# design 1

**Design 1: wiring by layer**

Two of the layers only.
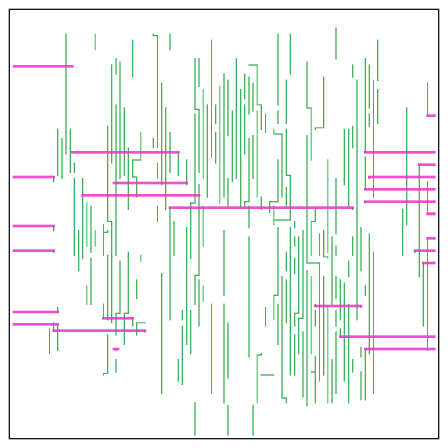

===== src/rtl/rr_slot_arbiter_pkg.sv =====
// Package: arb_pkg
// Purpose: shared types and width helper for the round-robin slot arbiter.
//   arb_state_e - arbiter FSM state encoding (IDLE, GRANT)
//   idx_w()     - bit width needed to index n values (at least 1)
package arb_pkg;

  typedef enum logic {
    IDLE  = 1'b0,
    GRANT = 1'b1
  } arb_state_e;

  function automatic int unsigned idx_w(input int unsigned n);
    return (n <= 1) ? 1 : $clog2(n);
  endfunction

endpackage


===== src/rtl/rr_slot_arbiter_if.sv =====
// Interface: rr_slot_arbiter_if
// Purpose: bundles the requester-side and status signals of the arbiter.
//   en      requester -> arbiter  arbitration enable
//   req     requester -> arbiter  per-requester request level
//   done    requester -> arbiter  per-requester release pulse
//   gnt     arbiter -> requester  one-hot grant
//   gnt_id  arbiter -> requester  index of granted requester
//   busy    arbiter -> requester  grant active
//   ptr     arbiter -> requester  round-robin pointer
//   timeout arbiter -> requester  hold-limit revocation pulse
// Modports: master = requester/resource side, slave = arbiter.
interface rr_slot_arbiter_if #(
  parameter int unsigned N = 4
);
  import arb_pkg::*;

  localparam int unsigned IW = idx_w(N);

  logic          en;
  logic [N-1:0]  req;
  logic [N-1:0]  done;
  logic [N-1:0]  gnt;
  logic [IW-1:0] gnt_id;
  logic          busy;
  logic [IW-1:0] ptr;
  logic          timeout;

  modport master (
    output en, req, done,
    input  gnt, gnt_id, busy, ptr, timeout
  );

  modport slave (
    input  en, req, done,
    output gnt, gnt_id, busy, ptr, timeout
  );

endinterface


===== src/rtl/rr_slot_arbiter_ptr.sv =====
// Module: mod_n_ptr
// Purpose: modulo-N pointer register. On advance it loads load_val+1,
//   wrapping N-1 back to 0, so values >= N are never produced.
//   clk      in   rising-edge clock
//   rst      in   asynchronous active-high reset (pointer -> 0)
//   advance  in   load the successor of load_val this cycle
//   load_val in   index whose successor becomes the new pointer
//   ptr      out  current pointer
module mod_n_ptr #(
  parameter int unsigned N = 4,
  parameter int unsigned W = arb_pkg::idx_w(N)
) (
  input  logic         clk,
  input  logic         rst,
  input  logic         advance,
  input  logic [W-1:0] load_val,
  output logic [W-1:0] ptr
);

  always_ff @(posedge clk or posedge rst) begin
    if (rst) begin
      ptr <= '0;
    end else if (advance) begin
      ptr <= (load_val >= W'(N - 1)) ? '0 : load_val + W'(1);
    end
  end

endmodule


===== src/rtl/rr_slot_arbiter.sv =====
// Module: rr_slot_arbiter
// Purpose: round-robin arbiter sharing one resource between N requesters.
//   A grant is held until the owner pulses done, drops its request, or has
//   held it for MAX_HOLD cycles; the pointer then moves past the winner.
//   clk  in     rising-edge clock
//   rst  in     asynchronous active-high reset
//   bus  slave  en/req/done in; gnt/gnt_id/busy/ptr/timeout out (registered)
//
// state | meaning
// IDLE  | no grant; pick next requester from ptr when en and any req
// GRANT | one requester owns the resource; hold counter running
module rr_slot_arbiter
  import arb_pkg::*;
#(
  parameter int unsigned N        = 4,
  parameter int unsigned MAX_HOLD = 8
) (
  input  logic               clk,
  input  logic               rst,
  rr_slot_arbiter_if.slave   bus
);

  localparam int unsigned IW = idx_w(N);
  localparam int unsigned HW = idx_w(MAX_HOLD + 1);

  arb_state_e    state;
  logic [HW-1:0] hold_cnt;

  // Round-robin pick: rotate req so ptr sits at bit 0, take the lowest set
  // bit, then add ptr back modulo N.
  logic [2*N-1:0] req_dbl;
  logic [N-1:0]   req_rot;
  logic [IW-1:0]  off;
  logic           found;
  logic [IW:0]    sum;
  logic [IW-1:0]  pick_id;

  always_comb begin
    req_dbl = {bus.req, bus.req};
    req_rot = N'(req_dbl >> bus.ptr);
    off     = '0;
    found   = 1'b0;
    for (int i = N - 1; i >= 0; i--) begin
      if (req_rot[i]) begin
        off   = IW'(i);
        found = 1'b1;
      end
    end
    sum     = {1'b0, bus.ptr} + {1'b0, off};
    pick_id = (sum >= (IW + 1)'(N)) ? IW'(sum - (IW + 1)'(N)) : IW'(sum);
  end

  logic rel_done;
  logic rel_drop;
  logic rel_hold;
  logic release_now;

  always_comb begin
    rel_done    = bus.done[bus.gnt_id];
    rel_drop    = !bus.req[bus.gnt_id];
    rel_hold    = (hold_cnt == HW'(MAX_HOLD - 1));
    release_now = (state == GRANT) && (rel_done || rel_drop || rel_hold);
  end

  mod_n_ptr #(
    .N (N),
    .W (IW)
  ) u_ptr (
    .clk      (clk),
    .rst      (rst),
    .advance  (release_now),
    .load_val (bus.gnt_id),
    .ptr      (bus.ptr)
  );

  always_ff @(posedge clk or posedge rst) begin
    if (rst) begin
      state       <= IDLE;
      hold_cnt    <= '0;
      bus.gnt     <= '0;
      bus.gnt_id  <= '0;
      bus.busy    <= 1'b0;
      bus.timeout <= 1'b0;
    end else begin
      bus.timeout <= 1'b0;
      case (state)
        IDLE: begin
          if (bus.en && found) begin
            bus.gnt    <= N'(1) << pick_id;
            bus.gnt_id <= pick_id;
            bus.busy   <= 1'b1;
            hold_cnt   <= '0;
            state      <= GRANT;
          end
        end
        GRANT: begin
          if (release_now) begin
            bus.gnt     <= '0;
            bus.busy    <= 1'b0;
            // Only flag a revocation the owner did not ask for itself.
            bus.timeout <= rel_hold && !rel_done && !rel_drop;
            state       <= IDLE;
          end else begin
            hold_cnt <= hold_cnt + HW'(1);
          end
        end
        default: state <= IDLE;
      endcase
    end
  end

endmodule

===== src/flat_wrapper.sv =====
// flat-port wrapper written by rule: the top's interface ports become plain ports
module rr_slot_arbiter_flat import arb_pkg::*;
#(
  parameter int unsigned N        = 4,
  parameter int unsigned MAX_HOLD = 8
)
  (clk, rst, bus_en, bus_req, bus_done, bus_gnt, bus_gnt_id, bus_busy, bus_ptr, bus_timeout);
  rr_slot_arbiter_if #(.N(N)) bus_i ();
  input  logic clk;
  input  logic rst;
  input wire logic [$bits(bus_i.en)-1:0] bus_en;
  input wire logic [$bits(bus_i.req)-1:0] bus_req;
  input wire logic [$bits(bus_i.done)-1:0] bus_done;
  output wire logic [$bits(bus_i.gnt)-1:0] bus_gnt;
  output wire logic [$bits(bus_i.gnt_id)-1:0] bus_gnt_id;
  output wire logic [$bits(bus_i.busy)-1:0] bus_busy;
  output wire logic [$bits(bus_i.ptr)-1:0] bus_ptr;
  output wire logic [$bits(bus_i.timeout)-1:0] bus_timeout;
  assign bus_i.en = bus_en;
  assign bus_i.req = bus_req;
  assign bus_i.done = bus_done;
  assign bus_gnt = bus_i.gnt;
  assign bus_gnt_id = bus_i.gnt_id;
  assign bus_busy = bus_i.busy;
  assign bus_ptr = bus_i.ptr;
  assign bus_timeout = bus_i.timeout;
  rr_slot_arbiter #(.N(N), .MAX_HOLD(MAX_HOLD)) u_core (.clk(clk), .rst(rst), .bus(bus_i));
endmodule

===== config.mk =====
export PLATFORM = sky130hd
export DESIGN_NAME = rr_slot_arbiter_flat
export DESIGN_NICKNAME = d
export VERILOG_FILES = /design/src/rtl/rr_slot_arbiter_pkg.sv /design/src/rtl/rr_slot_arbiter_if.sv /design/src/rtl/rr_slot_arbiter_ptr.sv /design/src/rtl/rr_slot_arbiter.sv /design/src/flat_wrapper.sv
export SDC_FILE = /design/constraint.sdc
export NUM_CORES = 1
export LEC_CHECK = 0
export CAP_MARGIN = 30
export CORE_UTILIZATION = 43
export DETAILED_ROUTE_END_ITERATION = 6
export HOLD_SLACK_MARGIN = 0.05
export PLACE_DENSITY_LB_ADDON = 0.25
export SYNTH_ARGS = -nofsm -noshare
export SYNTH_HDL_FRONTEND = slang
export SYNTH_HIERARCHICAL = 1
export SYNTH_SLANG_ARGS = --single-unit

===== constraint.sdc =====
create_clock -name clk -period 1.8 [get_ports clk]
set_input_delay 0.36 -clock clk [delete_from_list [all_inputs] [get_ports clk]]
set_output_delay 0.36 -clock clk [all_outputs]
set_load 0.05 [all_outputs]

# design 2

<file path="src/rtl/infer_seq_if.sv">
// Start/done handshake between the batch sequencer (master) and the inference FSM (slave).
interface infer_seq_if;
    logic       infer_start;
    logic       infer_done;
    logic       infer_busy;
    logic [3:0] pred;

    modport master (
        output infer_start,
        input  infer_done,
        input  infer_busy,
        input  pred
    );

    modport slave (
        input  infer_start,
        output infer_done,
        output infer_busy,
        output pred
    );
endinterface

</file>
<file path="src/rtl/infer_seq.sv">
// Batch initiator: walks N_IMG images through the start/done handshake and scores predictions.
// Optional watchdog abort is compiled in with `define INFER_SEQ_TIMEOUT_EN.
module infer_seq #(
    parameter int unsigned N_IMG   = 10,
    parameter int unsigned IMG_W   = 4,
    parameter int unsigned CNT_W   = 12,
    parameter int unsigned TMO_CYC = 4000
) (
    input  logic             i_clk,
    input  logic             i_rst_n,
    input  logic             i_go,
    input  logic [3:0]       i_label,
    infer_seq_if.master      io_hs,
    output logic [IMG_W-1:0] o_img_idx,
    output logic             o_res_valid,
    output logic [3:0]       o_res_pred,
    output logic             o_res_hit,
    output logic [CNT_W-1:0] o_res_cycles,
    output logic [IMG_W:0]   o_n_correct,
    output logic             o_busy,
    output logic             o_batch_done,
    output logic             o_err_tmo
);

    typedef enum logic [2:0] {
        StIdle, StIssue, StWaitDone, StCapture, StRelease, StNext
    } state_e;

    localparam logic [IMG_W-1:0] LastIdx = IMG_W'(N_IMG - 1);
    // Abort on the edge where the counter would reach TMO_CYC.
    localparam logic [CNT_W-1:0] TmoLim  = CNT_W'(TMO_CYC - 1);

    state_e           r_state;
    logic             r_infer_start;
    logic [CNT_W-1:0] r_cnt;
    logic [IMG_W-1:0] r_img_idx;
    logic             r_res_valid;
    logic [3:0]       r_res_pred;
    logic             r_res_hit;
    logic [CNT_W-1:0] r_res_cycles;
    logic [IMG_W:0]   r_n_correct;
    logic             r_busy;
    logic             r_batch_done;
    logic             r_err_tmo;

    logic w_at_lim;
    logic w_tmo_hit;
    logic w_hit;

    assign w_at_lim = (r_cnt == TmoLim);
    assign w_hit    = (io_hs.pred == i_label);

`ifdef INFER_SEQ_TIMEOUT_EN
    assign w_tmo_hit = w_at_lim;
`else
    logic w_unused_tmo;
    assign w_unused_tmo = w_at_lim;
    assign w_tmo_hit    = 1'b0;
`endif

    always_ff @(posedge i_clk) begin
        if (!i_rst_n) begin
            r_state       <= StIdle;
            r_infer_start <= 1'b0;
            r_cnt         <= '0;
            r_img_idx     <= '0;
            r_res_valid   <= 1'b0;
            r_res_pred    <= '0;
            r_res_hit     <= 1'b0;
            r_res_cycles  <= '0;
            r_n_correct   <= '0;
            r_busy        <= 1'b0;
            r_batch_done  <= 1'b0;
            r_err_tmo     <= 1'b0;
        end else begin
            r_res_valid <= 1'b0;
            unique case (r_state)
                StIdle: begin
                    if (i_go) begin
                        r_img_idx    <= '0;
                        r_n_correct  <= '0;
                        r_batch_done <= 1'b0;
                        r_err_tmo    <= 1'b0;
                        r_busy       <= 1'b1;
                        r_state      <= StIssue;
                    end
                end
                StIssue: begin
                    // Hold off while the peer still shows a previous handshake.
                    if (!io_hs.infer_done && !io_hs.infer_busy) begin
                        r_cnt         <= '0;
                        r_infer_start <= 1'b1;
                        r_state       <= StWaitDone;
                    end
                end
                StWaitDone: begin
                    if (io_hs.infer_done) begin
                        r_state <= StCapture;
                    end else if (w_tmo_hit) begin
                        r_err_tmo     <= 1'b1;
                        r_infer_start <= 1'b0;
                        r_batch_done  <= 1'b1;
                        r_busy        <= 1'b0;
                        r_state       <= StIdle;
                    end else if (r_cnt != '1) begin
                        r_cnt <= r_cnt + CNT_W'(1);
                    end
                end
                StCapture: begin
                    r_res_pred    <= io_hs.pred;
                    r_res_hit     <= w_hit;
                    r_res_cycles  <= r_cnt;
                    r_res_valid   <= 1'b1;
                    r_infer_start <= 1'b0;
                    if (w_hit) begin
                        r_n_correct <= r_n_correct + (IMG_W+1)'(1);
                    end
                    r_state <= StRelease;
                end
                StRelease: begin
                    if (!io_hs.infer_done) begin
                        r_state <= StNext;
                    end
                end
                StNext: begin
                    if (r_img_idx == LastIdx) begin
                        r_batch_done <= 1'b1;
                        r_busy       <= 1'b0;
                        r_state      <= StIdle;
                    end else begin
                        r_img_idx <= r_img_idx + IMG_W'(1);
                        r_state   <= StIssue;
                    end
                end
                default: r_state <= StIdle;
            endcase
        end
    end

    assign io_hs.infer_start = r_infer_start;
    assign o_img_idx         = r_img_idx;
    assign o_res_valid       = r_res_valid;
    assign o_res_pred        = r_res_pred;
    assign o_res_hit         = r_res_hit;
    assign o_res_cycles      = r_res_cycles;
    assign o_n_correct       = r_n_correct;
    assign o_busy            = r_busy;
    assign o_batch_done      = r_batch_done;
    assign o_err_tmo         = r_err_tmo;

endmodule

</file>
<file path="src/flat_wrapper.sv">
// flat-port wrapper written by rule: the top's interface ports become plain ports
module infer_seq_flat 
#(
    parameter int unsigned N_IMG   = 10,
    parameter int unsigned IMG_W   = 4,
    parameter int unsigned CNT_W   = 12,
    parameter int unsigned TMO_CYC = 4000
)
  (i_clk, i_rst_n, i_go, i_label, o_img_idx, o_res_valid, o_res_pred, o_res_hit, o_res_cycles, o_n_correct, o_busy, o_batch_done, o_err_tmo, io_hs_infer_start, io_hs_infer_done, io_hs_infer_busy, io_hs_pred);
  infer_seq_if io_hs_i ();
  input  logic i_clk;
  input  logic i_rst_n;
  input  logic i_go;
  input  logic [3:0] i_label;
  output logic [IMG_W-1:0] o_img_idx;
  output logic o_res_valid;
  output logic [3:0] o_res_pred;
  output logic o_res_hit;
  output logic [CNT_W-1:0] o_res_cycles;
  output logic [IMG_W:0] o_n_correct;
  output logic o_busy;
  output logic o_batch_done;
  output logic o_err_tmo;
  output wire logic [$bits(io_hs_i.infer_start)-1:0] io_hs_infer_start;
  input wire logic [$bits(io_hs_i.infer_done)-1:0] io_hs_infer_done;
  input wire logic [$bits(io_hs_i.infer_busy)-1:0] io_hs_infer_busy;
  input wire logic [$bits(io_hs_i.pred)-1:0] io_hs_pred;
  assign io_hs_infer_start = io_hs_i.infer_start;
  assign io_hs_i.infer_done = io_hs_infer_done;
  assign io_hs_i.infer_busy = io_hs_infer_busy;
  assign io_hs_i.pred = io_hs_pred;
  infer_seq #(.N_IMG(N_IMG), .IMG_W(IMG_W), .CNT_W(CNT_W), .TMO_CYC(TMO_CYC)) u_core (.i_clk(i_clk), .i_rst_n(i_rst_n), .i_go(i_go), .i_label(i_label), .io_hs(io_hs_i), .o_img_idx(o_img_idx), .o_res_valid(o_res_valid), .o_res_pred(o_res_pred), .o_res_hit(o_res_hit), .o_res_cycles(o_res_cycles), .o_n_correct(o_n_correct), .o_busy(o_busy), .o_batch_done(o_batch_done), .o_err_tmo(o_err_tmo));
endmodule
</file>
<file path="config.mk">
export PLATFORM = sky130hd
export DESIGN_NAME = infer_seq_flat
export DESIGN_NICKNAME = d
export VERILOG_FILES = /design/src/rtl/infer_seq_if.sv /design/src/rtl/infer_seq.sv /design/src/flat_wrapper.sv
export SDC_FILE = /design/constraint.sdc
export NUM_CORES = 1
export LEC_CHECK = 0
export CAP_MARGIN = 40
export CELL_PAD_IN_SITES_DETAIL_PLACEMENT = 1
export CELL_PAD_IN_SITES_GLOBAL_PLACEMENT = 2
export CORE_UTILIZATION = 29
export DETAILED_ROUTE_END_ITERATION = 6
export PLACE_DENSITY_LB_ADDON = 0.1
export SETUP_SLACK_MARGIN = 0.15
export SYNTH_ARGS = -nofsm -noshare
export SYNTH_HDL_FRONTEND = slang
export SYNTH_SLANG_ARGS = --single-unit
</file>
<file path="constraint.sdc">
create_clock -name i_clk -period 2 [get_ports i_clk]
set_input_delay 0.2 -clock i_clk [delete_from_list [all_inputs] [get_ports i_clk]]
set_output_delay 0.2 -clock i_clk [all_outputs]
set_load 0.005 [all_outputs]
</file>
# design 3

## config.mk

```make
export PLATFORM = sky130hd
export DESIGN_NAME = pc_stall_ctrl
export DESIGN_NICKNAME = d
export VERILOG_FILES = /design/src/rtl/pc_stall_ctrl.sv
export SDC_FILE = /design/constraint.sdc
export NUM_CORES = 1
export LEC_CHECK = 0
export CAP_MARGIN = 15
export CORE_UTILIZATION = 35
export DETAILED_ROUTE_END_ITERATION = 7
export PLACE_DENSITY = 0.72
export SLEW_MARGIN = 25
export SYNTH_ARGS = -nofsm -noshare
export SYNTH_HDL_FRONTEND = slang
export SYNTH_SLANG_ARGS = --single-unit
```

## constraint.sdc

```tcl
create_clock -name clk -period 3.7 [get_ports clk]
set_input_delay 0.37 -clock clk [delete_from_list [all_inputs] [get_ports clk]]
set_output_delay 0.37 -clock clk [all_outputs]
set_load 0.03 [all_outputs]
```

## src/rtl/pc_stall_ctrl.sv

```systemverilog
// pc_stall_ctrl: next-PC selection and F/D stall control for the 5-stage core.
// It owns the mult/div busy countdown and a free-running count of stall cycles.
//
// Handshake: there is no valid/ready pair here. Each cycle the controller
// looks at the hazard inputs and either lets F/D advance or holds them.
// - Advance: f_pc_en=1, d_reg_en=1, e_reg_clr=0.
// - Stall:   f_pc_en=0, d_reg_en=0, e_reg_clr=1, so a bubble enters E.
// Control transfers resolve in D and have a delay slot, so F is never
// flushed. A stalled cycle drops npc_sel's effect because f_pc_en is low.
module pc_stall_ctrl #(
  parameter logic [31:0] INIT_ADDR   = 32'h0000_3000,
  parameter int          MULT_CYCLES = 5,
  parameter int          DIV_CYCLES  = 10
) (
  input  logic        clk,
  input  logic        reset,
  input  logic [31:0] f_pc,
  input  logic [31:0] d_pc,
  input  logic [15:0] d_imm16,
  input  logic [25:0] d_imm26,
  input  logic [31:0] d_rs_val,
  input  logic [1:0]  npc_sel,
  input  logic        br_taken,
  input  logic [4:0]  d_rs,
  input  logic [4:0]  d_rt,
  input  logic [1:0]  d_rs_tuse,
  input  logic [1:0]  d_rt_tuse,
  input  logic [4:0]  e_waddr,
  input  logic [4:0]  m_waddr,
  input  logic [1:0]  e_tnew,
  input  logic [1:0]  m_tnew,
  input  logic        d_md_use,
  input  logic        e_md_start,
  input  logic        e_md_div,
  output logic [31:0] f_npc,
  output logic        f_pc_en,
  output logic        d_reg_en,
  output logic        e_reg_clr,
  output logic        md_busy,
  output logic [31:0] stall_cnt
);

  localparam logic [1:0] SEL_SEQ = 2'd0;
  localparam logic [1:0] SEL_BR  = 2'd1;
  localparam logic [1:0] SEL_J   = 2'd2;
  localparam logic [1:0] SEL_JR  = 2'd3;

  localparam logic [3:0] MULT_LOAD = 4'(MULT_CYCLES);
  localparam logic [3:0] DIV_LOAD  = 4'(DIV_CYCLES);

  logic [3:0]  r_md_cnt;
  logic [31:0] r_stall_cnt;

  logic [31:0] w_seq_pc;
  logic [31:0] w_br_pc;
  logic        w_rs_stall;
  logic        w_rt_stall;
  logic        w_data_stall;
  logic        w_md_busy;
  logic        w_md_stall;
  logic        w_stall;

  assign w_seq_pc = f_pc + 32'd4;
  assign w_br_pc  = d_pc + 32'd4 + {{14{d_imm16[15]}}, d_imm16, 2'b00};

  // Next-PC mux. While reset is held the PC register is enabled, so it is
  // fed INIT_ADDR and comes out of reset pointing at the boot vector.
  always_comb begin
    f_npc = w_seq_pc;
    if (reset) begin
      f_npc = INIT_ADDR;
    end else begin
      case (npc_sel)
        SEL_SEQ: f_npc = w_seq_pc;
        SEL_BR:  f_npc = br_taken ? w_br_pc : w_seq_pc;
        SEL_J:   f_npc = {d_pc[31:28], d_imm26, 2'b00};
        SEL_JR:  f_npc = d_rs_val;
        default: f_npc = w_seq_pc;
      endcase
    end
  end

  // Tuse/Tnew hazard detection; register 0 is hardwired and never waits.
  always_comb begin
    w_rs_stall = (d_rs != 5'd0) &&
                 (((d_rs == e_waddr) && (e_tnew > d_rs_tuse)) ||
                  ((d_rs == m_waddr) && (m_tnew > d_rs_tuse)));
    w_rt_stall = (d_rt != 5'd0) &&
                 (((d_rt == e_waddr) && (e_tnew > d_rt_tuse)) ||
                  ((d_rt == m_waddr) && (m_tnew > d_rt_tuse)));
    w_data_stall = w_rs_stall | w_rt_stall;
  end

  assign w_md_busy  = (r_md_cnt != 4'd0) | e_md_start;
  assign w_md_stall = d_md_use & w_md_busy;
  assign w_stall    = w_data_stall | w_md_stall;

  // Pipeline enables; reset forces everything to load and flushes D/E.
  always_comb begin
    f_pc_en   = 1'b1;
    d_reg_en  = 1'b1;
    e_reg_clr = 1'b0;
    if (reset) begin
      e_reg_clr = 1'b1;
    end else if (w_stall) begin
      f_pc_en   = 1'b0;
      d_reg_en  = 1'b0;
      e_reg_clr = 1'b1;
    end
  end

  // Mult/div busy countdown; a new start reloads rather than queueing.
  always_ff @(posedge clk) begin
    if (reset) begin
      r_md_cnt <= 4'd0;
    end else if (e_md_start) begin
      r_md_cnt <= e_md_div ? DIV_LOAD : MULT_LOAD;
    end else if (r_md_cnt != 4'd0) begin
      r_md_cnt <= r_md_cnt - 4'd1;
    end
  end

  // Stall cycle counter; a cycle with both hazard kinds counts once.
  always_ff @(posedge clk) begin
    if (reset) begin
      r_stall_cnt <= 32'd0;
    end else if (w_stall) begin
      r_stall_cnt <= r_stall_cnt + 32'd1;
    end
  end

  assign md_busy   = w_md_busy;
  assign stall_cnt = r_stall_cnt;

endmodule

```

# design 4

===== src/rtl/aes_pkg.sv =====
// Shared AES byte/row/state types used by the inverse round datapath.
// A state is indexed [row][col]; each row packs col 3 in the top byte.
package aes_pkg;

  localparam int NB = 4;

  typedef logic [7:0]       byte_t;
  typedef byte_t [NB-1:0]   row_t;
  typedef row_t  [NB-1:0]   state_t;

  typedef enum logic [1:0] {
    IDLE = 2'd0,
    ROW1 = 2'd1,
    ROW2 = 2'd2,
    ROW3 = 2'd3
  } isr_state_e;

  // Right rotation: out[c] = row[(c - amt) mod 4]. The 2-bit cast performs the modulo.
  function automatic row_t inv_rotate_row(row_t row, int amt);
    row_t       r;
    logic [1:0] src;
    logic [1:0] dst;
    r = '0;
    for (int c = 0; c < NB; c++) begin
      dst    = 2'(c);
      src    = 2'(c - amt);
      r[dst] = row[src];
    end
    return r;
  endfunction

endpackage


===== src/rtl/inv_row_rotate.sv =====
// Combinational right rotation of one state row by 0..3 byte positions.
module inv_row_rotate
  import aes_pkg::*;
(
  input  row_t       row_i,
  input  logic [1:0] amt_i,
  output row_t       row_o
);

  always_comb begin
    row_o = inv_rotate_row(row_i, int'(amt_i));
  end

endmodule


===== src/rtl/inv_shift_rows_iter.sv =====
// AES InvShiftRows: row r rotated right by r. Iterative build processes one row
// per clock through a shared rotator; single-cycle build rotates all rows at once.
module inv_shift_rows_iter
  import aes_pkg::*;
#(
  parameter bit ITERATIVE = 1'b1
) (
  input  logic   clk,
  input  logic   reset,
  input  logic   enable,
  input  state_t in,
  output state_t state_out,
  output logic   done,
  output logic   busy,
  output logic   overrun
);

  state_t state_out_q;
  logic   done_q;
  logic   busy_q;
  logic   overrun_q;

  assign state_out = state_out_q;
  assign done      = done_q;
  assign busy      = busy_q;
  assign overrun   = overrun_q;

  if (ITERATIVE) begin : g_iter
    isr_state_e fsm_q;
    state_t     work_q;
    row_t       rot_in;
    row_t       rot_out;
    logic [1:0] rot_amt;

    // The FSM state number doubles as both the row index and the rotate amount.
    always_comb begin
      rot_amt = fsm_q;
      rot_in  = work_q[rot_amt];
    end

    inv_row_rotate u_rot (
      .row_i (rot_in),
      .amt_i (rot_amt),
      .row_o (rot_out)
    );

    always_ff @(posedge clk) begin
      if (reset) begin
        fsm_q       <= IDLE;
        work_q      <= '0;
        state_out_q <= '0;
        done_q      <= 1'b0;
        busy_q      <= 1'b0;
        overrun_q   <= 1'b0;
      end else begin
        case (fsm_q)
          IDLE: begin
            done_q <= 1'b0;
            if (enable) begin
              work_q <= in;
              busy_q <= 1'b1;
              fsm_q  <= ROW1;
            end
          end
          ROW1: begin
            work_q[1] <= rot_out;
            fsm_q     <= ROW2;
            if (enable) overrun_q <= 1'b1;
          end
          ROW2: begin
            work_q[2] <= rot_out;
            fsm_q     <= ROW3;
            if (enable) overrun_q <= 1'b1;
          end
          ROW3: begin
            state_out_q[2:0] <= work_q[2:0];
            state_out_q[3]   <= rot_out;
            done_q           <= 1'b1;
            busy_q           <= 1'b0;
            fsm_q            <= IDLE;
            if (enable) overrun_q <= 1'b1;
          end
          default: fsm_q <= IDLE;
        endcase
      end
    end
  end else begin : g_single
    state_t rot_all;

    for (genvar gi = 0; gi < NB; gi++) begin : g_row
      inv_row_rotate u_rot (
        .row_i (in[gi]),
        .amt_i (2'(gi)),
        .row_o (rot_all[gi])
      );
    end

    always_ff @(posedge clk) begin
      if (reset) begin
        state_out_q <= '0;
        done_q      <= 1'b0;
        busy_q      <= 1'b0;
        overrun_q   <= 1'b0;
      end else begin
        busy_q    <= 1'b0;
        overrun_q <= 1'b0;
        done_q    <= enable;
        if (enable) state_out_q <= rot_all;
      end
    end
  end

endmodule


===== config.mk =====
export PLATFORM = sky130hd
export DESIGN_NAME = inv_shift_rows_iter
export DESIGN_NICKNAME = d
export VERILOG_FILES = /design/src/rtl/aes_pkg.sv /design/src/rtl/inv_row_rotate.sv /design/src/rtl/inv_shift_rows_iter.sv
export SDC_FILE = /design/constraint.sdc
export NUM_CORES = 1
export LEC_CHECK = 0
export CAP_MARGIN = 10
export CORE_UTILIZATION = 53
export DETAILED_ROUTE_END_ITERATION = 8
export GPL_ROUTABILITY_DRIVEN = 1
export GPL_TIMING_DRIVEN = 0
export HOLD_SLACK_MARGIN = 0.03
export PLACE_DENSITY = 0.83
export SLEW_MARGIN = 10
export SYNTH_ARGS = -nofsm -noshare
export SYNTH_HDL_FRONTEND = slang
export SYNTH_SLANG_ARGS = --single-unit

===== constraint.sdc =====
create_clock -name clk -period 6.5 [get_ports clk]
set_input_delay 0.975 -clock clk [delete_from_list [all_inputs] [get_ports clk]]
set_output_delay 0.975 -clock clk [all_outputs]
set_load 0.01 [all_outputs]

**Design 2: sequential cells coloured by netlist name**

Scale bar: 20 um. Other sequential cells in the stronger grey, the rest of the logic in the fainter grey.
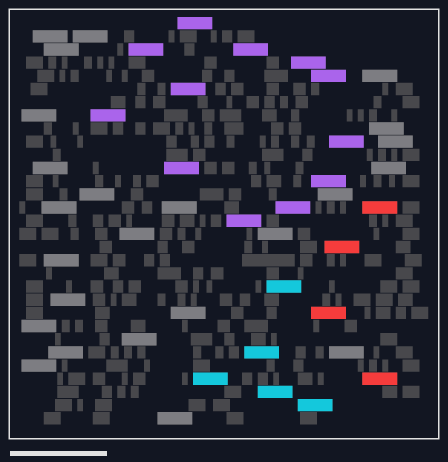
cyan -> u_core.o_n_correct  # placed flops 5
purple -> u_core.r_cnt  # placed flops 12
red -> u_core.o_res_pred  # placed flops 4
not coloured = 24

==> changes_impl.md, design 2 <==
## Flow update

* Status: completed
* Synth Instances at 265
* Main logic family after synthesis: simple AND/OR/NAND/NOR gates
* CTS Root Cell: clkbuf_8
* Layout fillers at 903
* Met1 usage at 0.219
* WHS at 455 ps
* Grt total ovfl at 0
* Die X at 88.4 um
* Worst setup EP type: flip-flop
* Buf/Inv on CP at 0
* Most frequent cell after synthesis: nand2_1
* Leakage power at 0.000981 uW
* Floorplan core density at 0.300
* Final core occ at 0.399
* # hold bufs at CTS at 0
* Area leader, netlist: dfxtp_1
* Pwr Total at 1920 uW
* CTS tree: built
* WS Path Type: flip-flop to flip-flop
* Fmax at 579 MHz
* Layout Area Growth over Synthesis at 33.0%
* Cell Type Count at 52
* CTS max path bufs at 2
==> design 2: registers in the layout, indices dropped and copies added, names as in the netlist <==
name                      cells
u_core.o_res_cycles          12
u_core.r_cnt                 12
u_core.o_n_correct            5
u_core.o_img_idx              4
u_core.o_res_pred             4
u_core.r_state                3
u_core.io_hs.infer_start      1
u_core.o_batch_done           1
u_core.o_busy                 1
u_core.o_res_hit              1
u_core.o_res_valid            1
==> design 2: where the power goes <==
part	switching (uW)	internal, uW	total, uW
clock	318	364	682
combinational	167	139	306
sequential	15.8	917	932
total	501	1420	1920
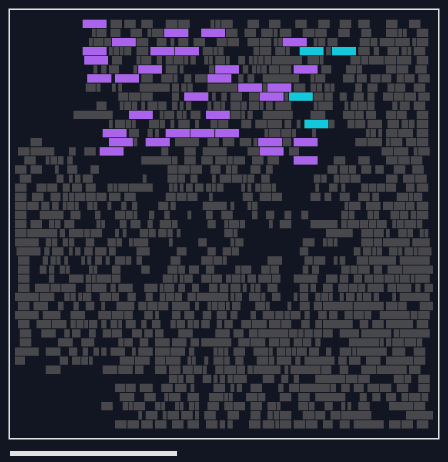
**Above:** design 3 (sequential cells coloured by netlist name).
Scale bar: 50 um. Other cells in grey.
cyan -> r_md_cnt  # placed flops 4
purple -> stall_cnt  # placed flops 32

==> changes_impl.md, design 3 <==
## Flow update

* Commonest cells in the netlist: nor2_1 (78), nand2_1 (71), ha_1 (69)
* Synth Area in Simple Gates at 0.250
* Clk pin slew, worst setup/hold paths at 50 ps
* Pwr Total at 2140 uW
* Top Consumer: combinational cells
* Count of plain and timing-repair buffers at 321
* Non-filler cells, final at 1265
* Async set-or-reset flop fraction in the synthesized netlist at 0
* Slew Limit Fails at 0
* Layout fillers at 1398
* Failing checks: setup timing
* MI comb cells at 658
* Layout Area Growth over Synthesis at 68.9%
* Crit path max fanout at 4
* CTS max path bufs at 2
* Rel. slew slack at 0.501
* Final critical-path setup slack at -46.1 ps
* Critical path's slowest cell: clkdlybuf4s50_1
* Logic share of the area at 0.532
* First-pass GRT wire length at 33500 um
* Most frequent cells in the layout: clkdlybuf4s50_1 (192), buf_4 (85), nor2_1 (77)
* Top cells by area: ha_1 (16%), dfxtp_1 (13%), xor2_1 (8.7%)
* Status: finished, violations left
* NonClk Buf Share at 0.333
* Syn Std Cell Area at 0.00555 sq mm
* Remaining DRCs at 0
* Worst hold path endpoint: stall_cnt[11]
* Internal at 1370 uW
* Final setup violation count at 2
* Arr. time, crit path at 3380 ps
* Die ar. at 0.0164 sq mm
* Most frequent logic cell in the layout: clkdlybuf4s50_1
* Buf/Inv on CP at 3
* Number of nets at floorplan at 1000
* Most frequent cell after synthesis: nor2_1
* Final WL at 22100 um
* Dpl hpwl at 17500 um
## design 3: metrics by stage
step / cell area (sq um) / util / hold slack (ps)
after floorplan: 5550 / - / 474
after global placement: 8740 / 0.571 / 492
after detailed placement: 8740 / 0.571 / 501
after CTS: 9220 / 0.602 / 515
after global routing: 9370 / 0.612 / 550
final: 9370 / 0.612 / 517
## design 3: metal layers
metal | track usage | up-vias | wire length, um
li1 | - | 3330 | -
met1 | 0.296 | 3180 | 8900
met2 | 0.476 | 257 | 10800
met3 | 0.0447 | 60 | 1460
met4 | 0.0983 | 0 | 894
met5 | 0 | - | 0
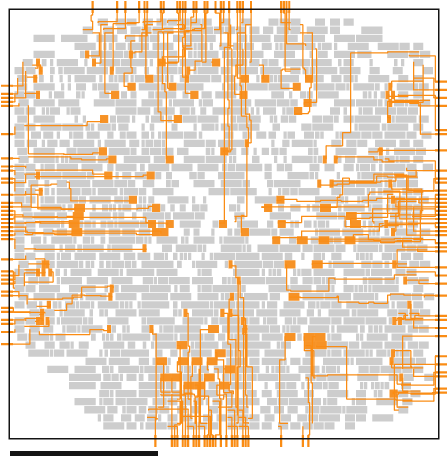
**Above:** design 4 (nets reached from selected ports).
Scale bar: 50 um.
orange -> in  # direction input, edge 39 right, 35 left, 28 top, 26 bottom, end cells 128, buffers 128, wire 4630 um

==> changes_impl.md, design 4 <==
## Flow update

* Worst Setup EP: g_iter.work_q[116]
* Top layer in use: met4
* Crit path from: g_iter.fsm_q[0]
* Avg Cell Area, Syn at 9.83 sq um
* Vias post-DR at 9817
* Leakage power at 0.00522 uW
* Slew @ Worst Pin at 808 ps
* Tool Warnings at 29
* MI comb cells at 736
* Number of nets at floorplan at 1225
* PwrDens at 445 mW/mm^2
* Vias in the first global route at 9628
* Initial antenna violation count at 1
* First-pass GRT wire length at 55200 um
* # hold bufs at CTS at 0
* MUX share of area at 0.203
* Grt total ovfl at 0
* CP cell instances: buf_4 -> buf_12 -> buf_6 -> inv_1 -> ha_1 -> nand2_1 -> clkbuf_1 -> clkbuf_1 -> nand2_1 -> a21oi_1
* Arr. time, crit path at 3300 ps
* Die ar. at 0.0208 sq mm
* Worst Skew at 16.6 ps
* Met1 usage at 0.460
* Yosys cell count at 1090
* Status: completed
* Count of plain and timing-repair buffers at 350
* Syn Std Cell Area at 0.0107 sq mm
* Area leader, netlist: dfxtp_1
* Share of post-route cells with drive strength above 1 at 0.0874
* Switching share of power at 0.396
* Drt pass-1 iters at 5
* Cell Count Post-Placement at 1615
* NonClk Buf Share at 0.214
* Latency at later pin at 530 ps
* Final setup violation count at 0
* CLK BUF at 39
* Sequential cell area share at 0.359
* Met2 Routed Length at 17200 um
* Async set-or-reset flop fraction in the synthesized netlist at 0
-- design 4: critical path, delay by kind of cell (launching register included) --
| kind | cells | cell delay [ps] |
|---|---|---|
| compound gates | 1 | 210 |
| fa+ha+maj | 1 | 280 |
| buf+inv | 6 | 1680 |
| flops | 1 | 360 |
| simple gates | 2 | 250 |
-- design 4: cell usage in the layout, fill, tap and decap left out, types with 16 or more instances in the layout --
cell,instances
o22ai_1,32
mux2i_1,177
a211oi_2,16
clkbuf_16,27
clkdlybuf4s50_1,260
dfxtp_1,261
buf_2,33
a211oi_1,33
nor2_1,166
a22oi_1,64
clkbuf_1,43
nand2_1,147
a21oi_1,66
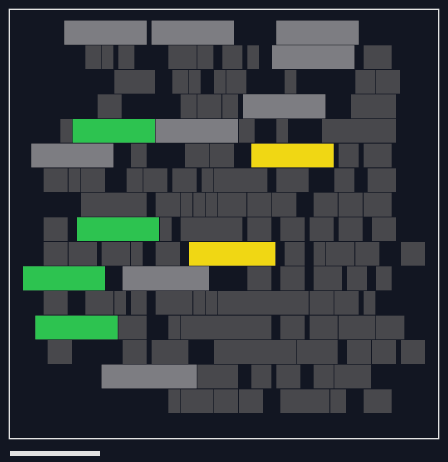
**Above:** design 1 (sequential cells coloured by netlist name).
Scale bar: 10 um. Other sequential cells in the stronger grey, the rest of the logic in the fainter grey.
green -> u_core/bus.gnt  # placed flops 4
yellow -> u_core/bus.gnt_id  # placed flops 2
not coloured = 9

## Picture notes: 'wiring by layer' of design 1
green -> met2  # wire length 1120 um
magenta -> met3  # wire length 156 um

==> changes_impl.md, design 1 <==
## Flow update

* M2 GR Usage at 0.370
* GR peak layer: met2
* R2R depth at 8
* P_seq at 588 uW
* Seq/Total Area, Yosys at 0.424
* PwrDens at 1610 mW/mm^2
* Layout Area Growth over Synthesis at 48.6%
* Switching share of power at 0.456
* Main logic family after synthesis: simple AND/OR/NAND/NOR gates
* Final critical-path setup slack at -84.2 ps
* Floorplan core density at 0.456
* Cycle use final at 1.05
* Final setup violation count at 3
* Grt total ovfl at 0
* Number of nets at floorplan at 103
* Final hold violation count at 0
* Status: finished, violations left
* CTS Root Cell: clkbuf_4
* Number of clock sinks at 15
* Initial antenna violation count at 0
* Share of post-route cells with drive strength above 1 at 0.422
* WHS at 255 ps
* Failing checks: setup timing
* Arr. time, crit path at 2070 ps
* Chip height at 47.4 um
* Switching power at 967 uW
* MUX share of area at 0.0636
design 1: layout make-up:
class	count	area share
Tap cell	27	0.0257
Sequential cell	15	0.290
Multi-Input combinational cell	63	0.416
Clock buffer	3	0.0171
Timing Repair Buffer	37	0.221
Clock inverter	1	0.00380
Inverter	9	0.0257
design 1: state kept, by name, summed over array words and instances (netlist names):
register            count
u_core/bus.gnt_id       2
u_core/u_ptr/ptr        2
u_core/bus.gnt          4
u_core/bus.timeout      1
u_core/state            1
u_core/hold_cnt         4
u_core/bus.busy         1

## Gallery

Signal wires on met1.
shot_01.png
Scale bar: 10 um. Supply wires on this layer in grey. Cells faint in the background.
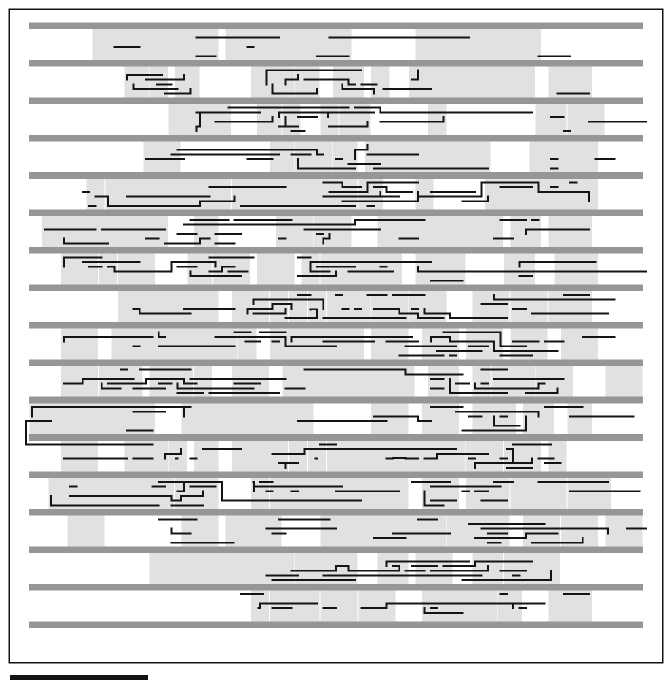
shot_02.png
Scale bar: 20 um. Supply wires on this layer in grey. Cells faint in the background.
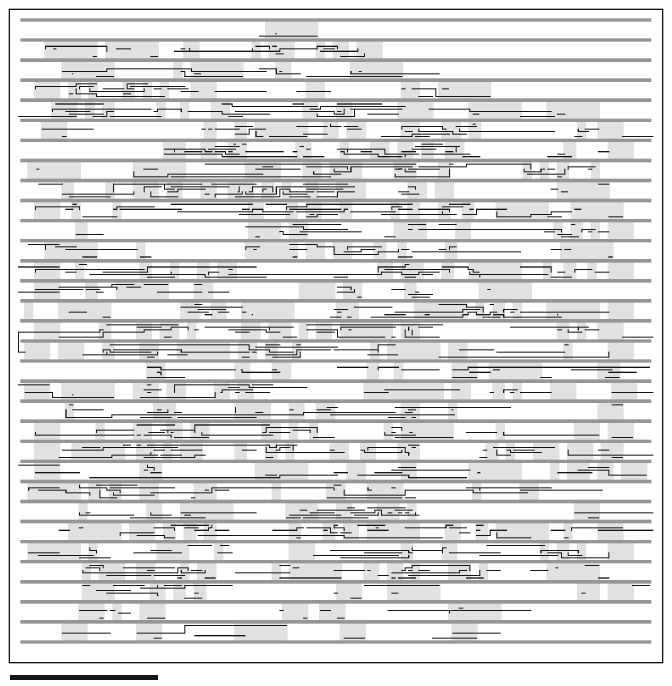
shot_03.png
Scale bar: 50 um. Supply wires on this layer in grey. Cells faint in the background.
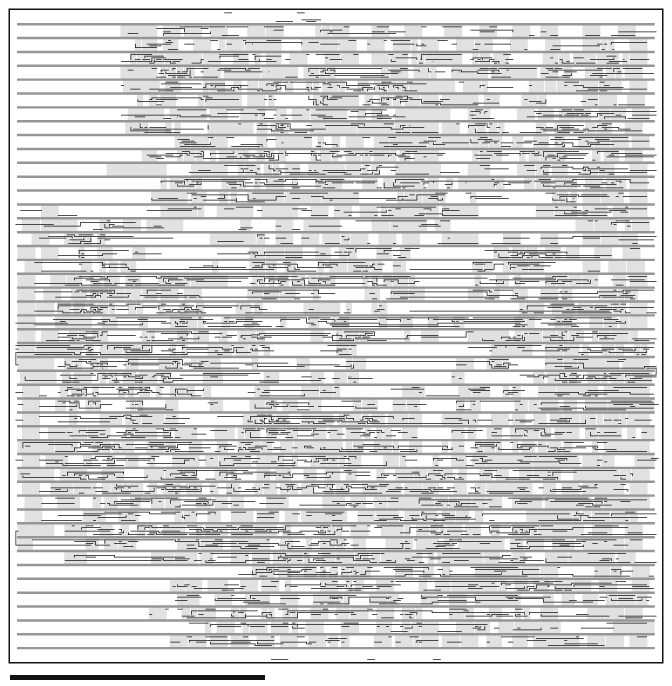
shot_04.png
Scale bar: 50 um. Supply wires on this layer in grey. Cells faint in the background.
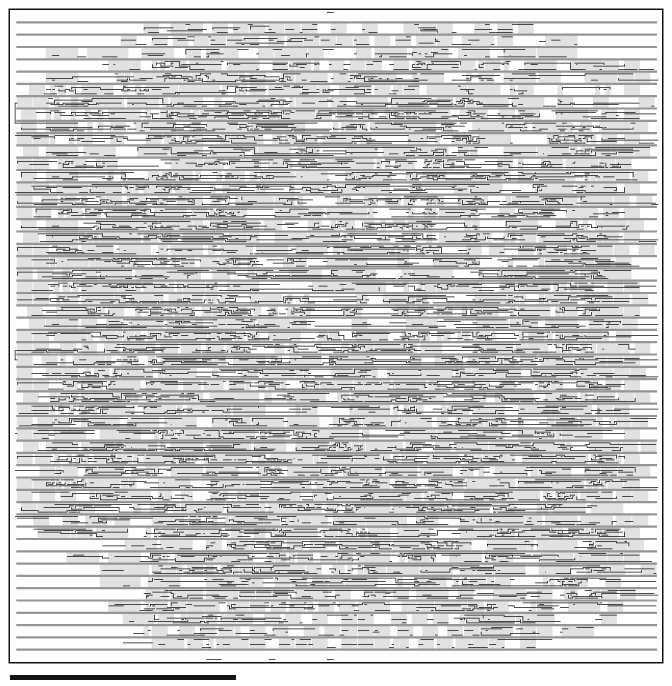
- design 4 = shot_04.png
- design 2 = shot_02.png
- design 1 = shot_01.png
- design 3 = shot_03.png

Key to shot_03.png:
share of all routed wire = 40%
longest straight run = 54.3 um
wire length on this layer = 8900 um
main direction = horizontal
nets with wire on the layer = 1164



==> screenshots <==
Nets reached from selected ports.
picture 1
Scale bar: 10 um.
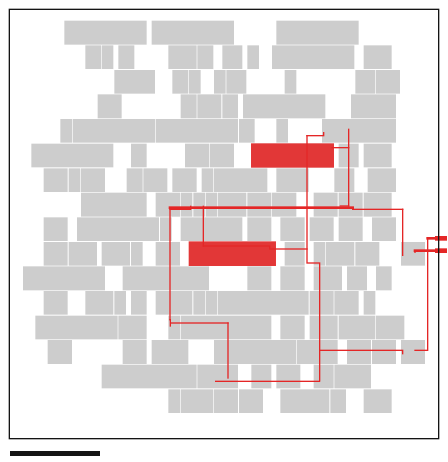
picture 2
Scale bar: 20 um.
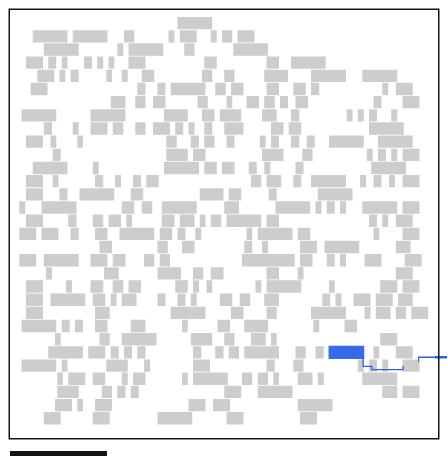
picture 3
Scale bar: 50 um.
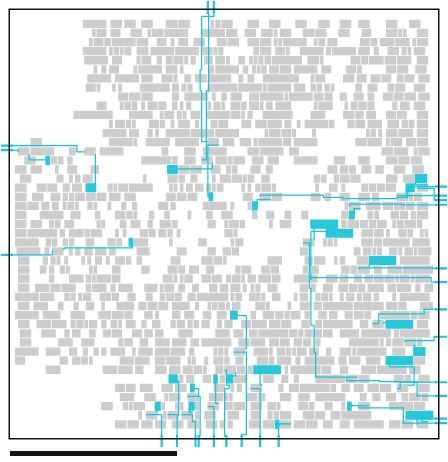
picture 2 -> design 2
picture 3 -> design 3
picture 1 -> design 1
- largest die: picture 3

Power and IR drop assume default switching activity.
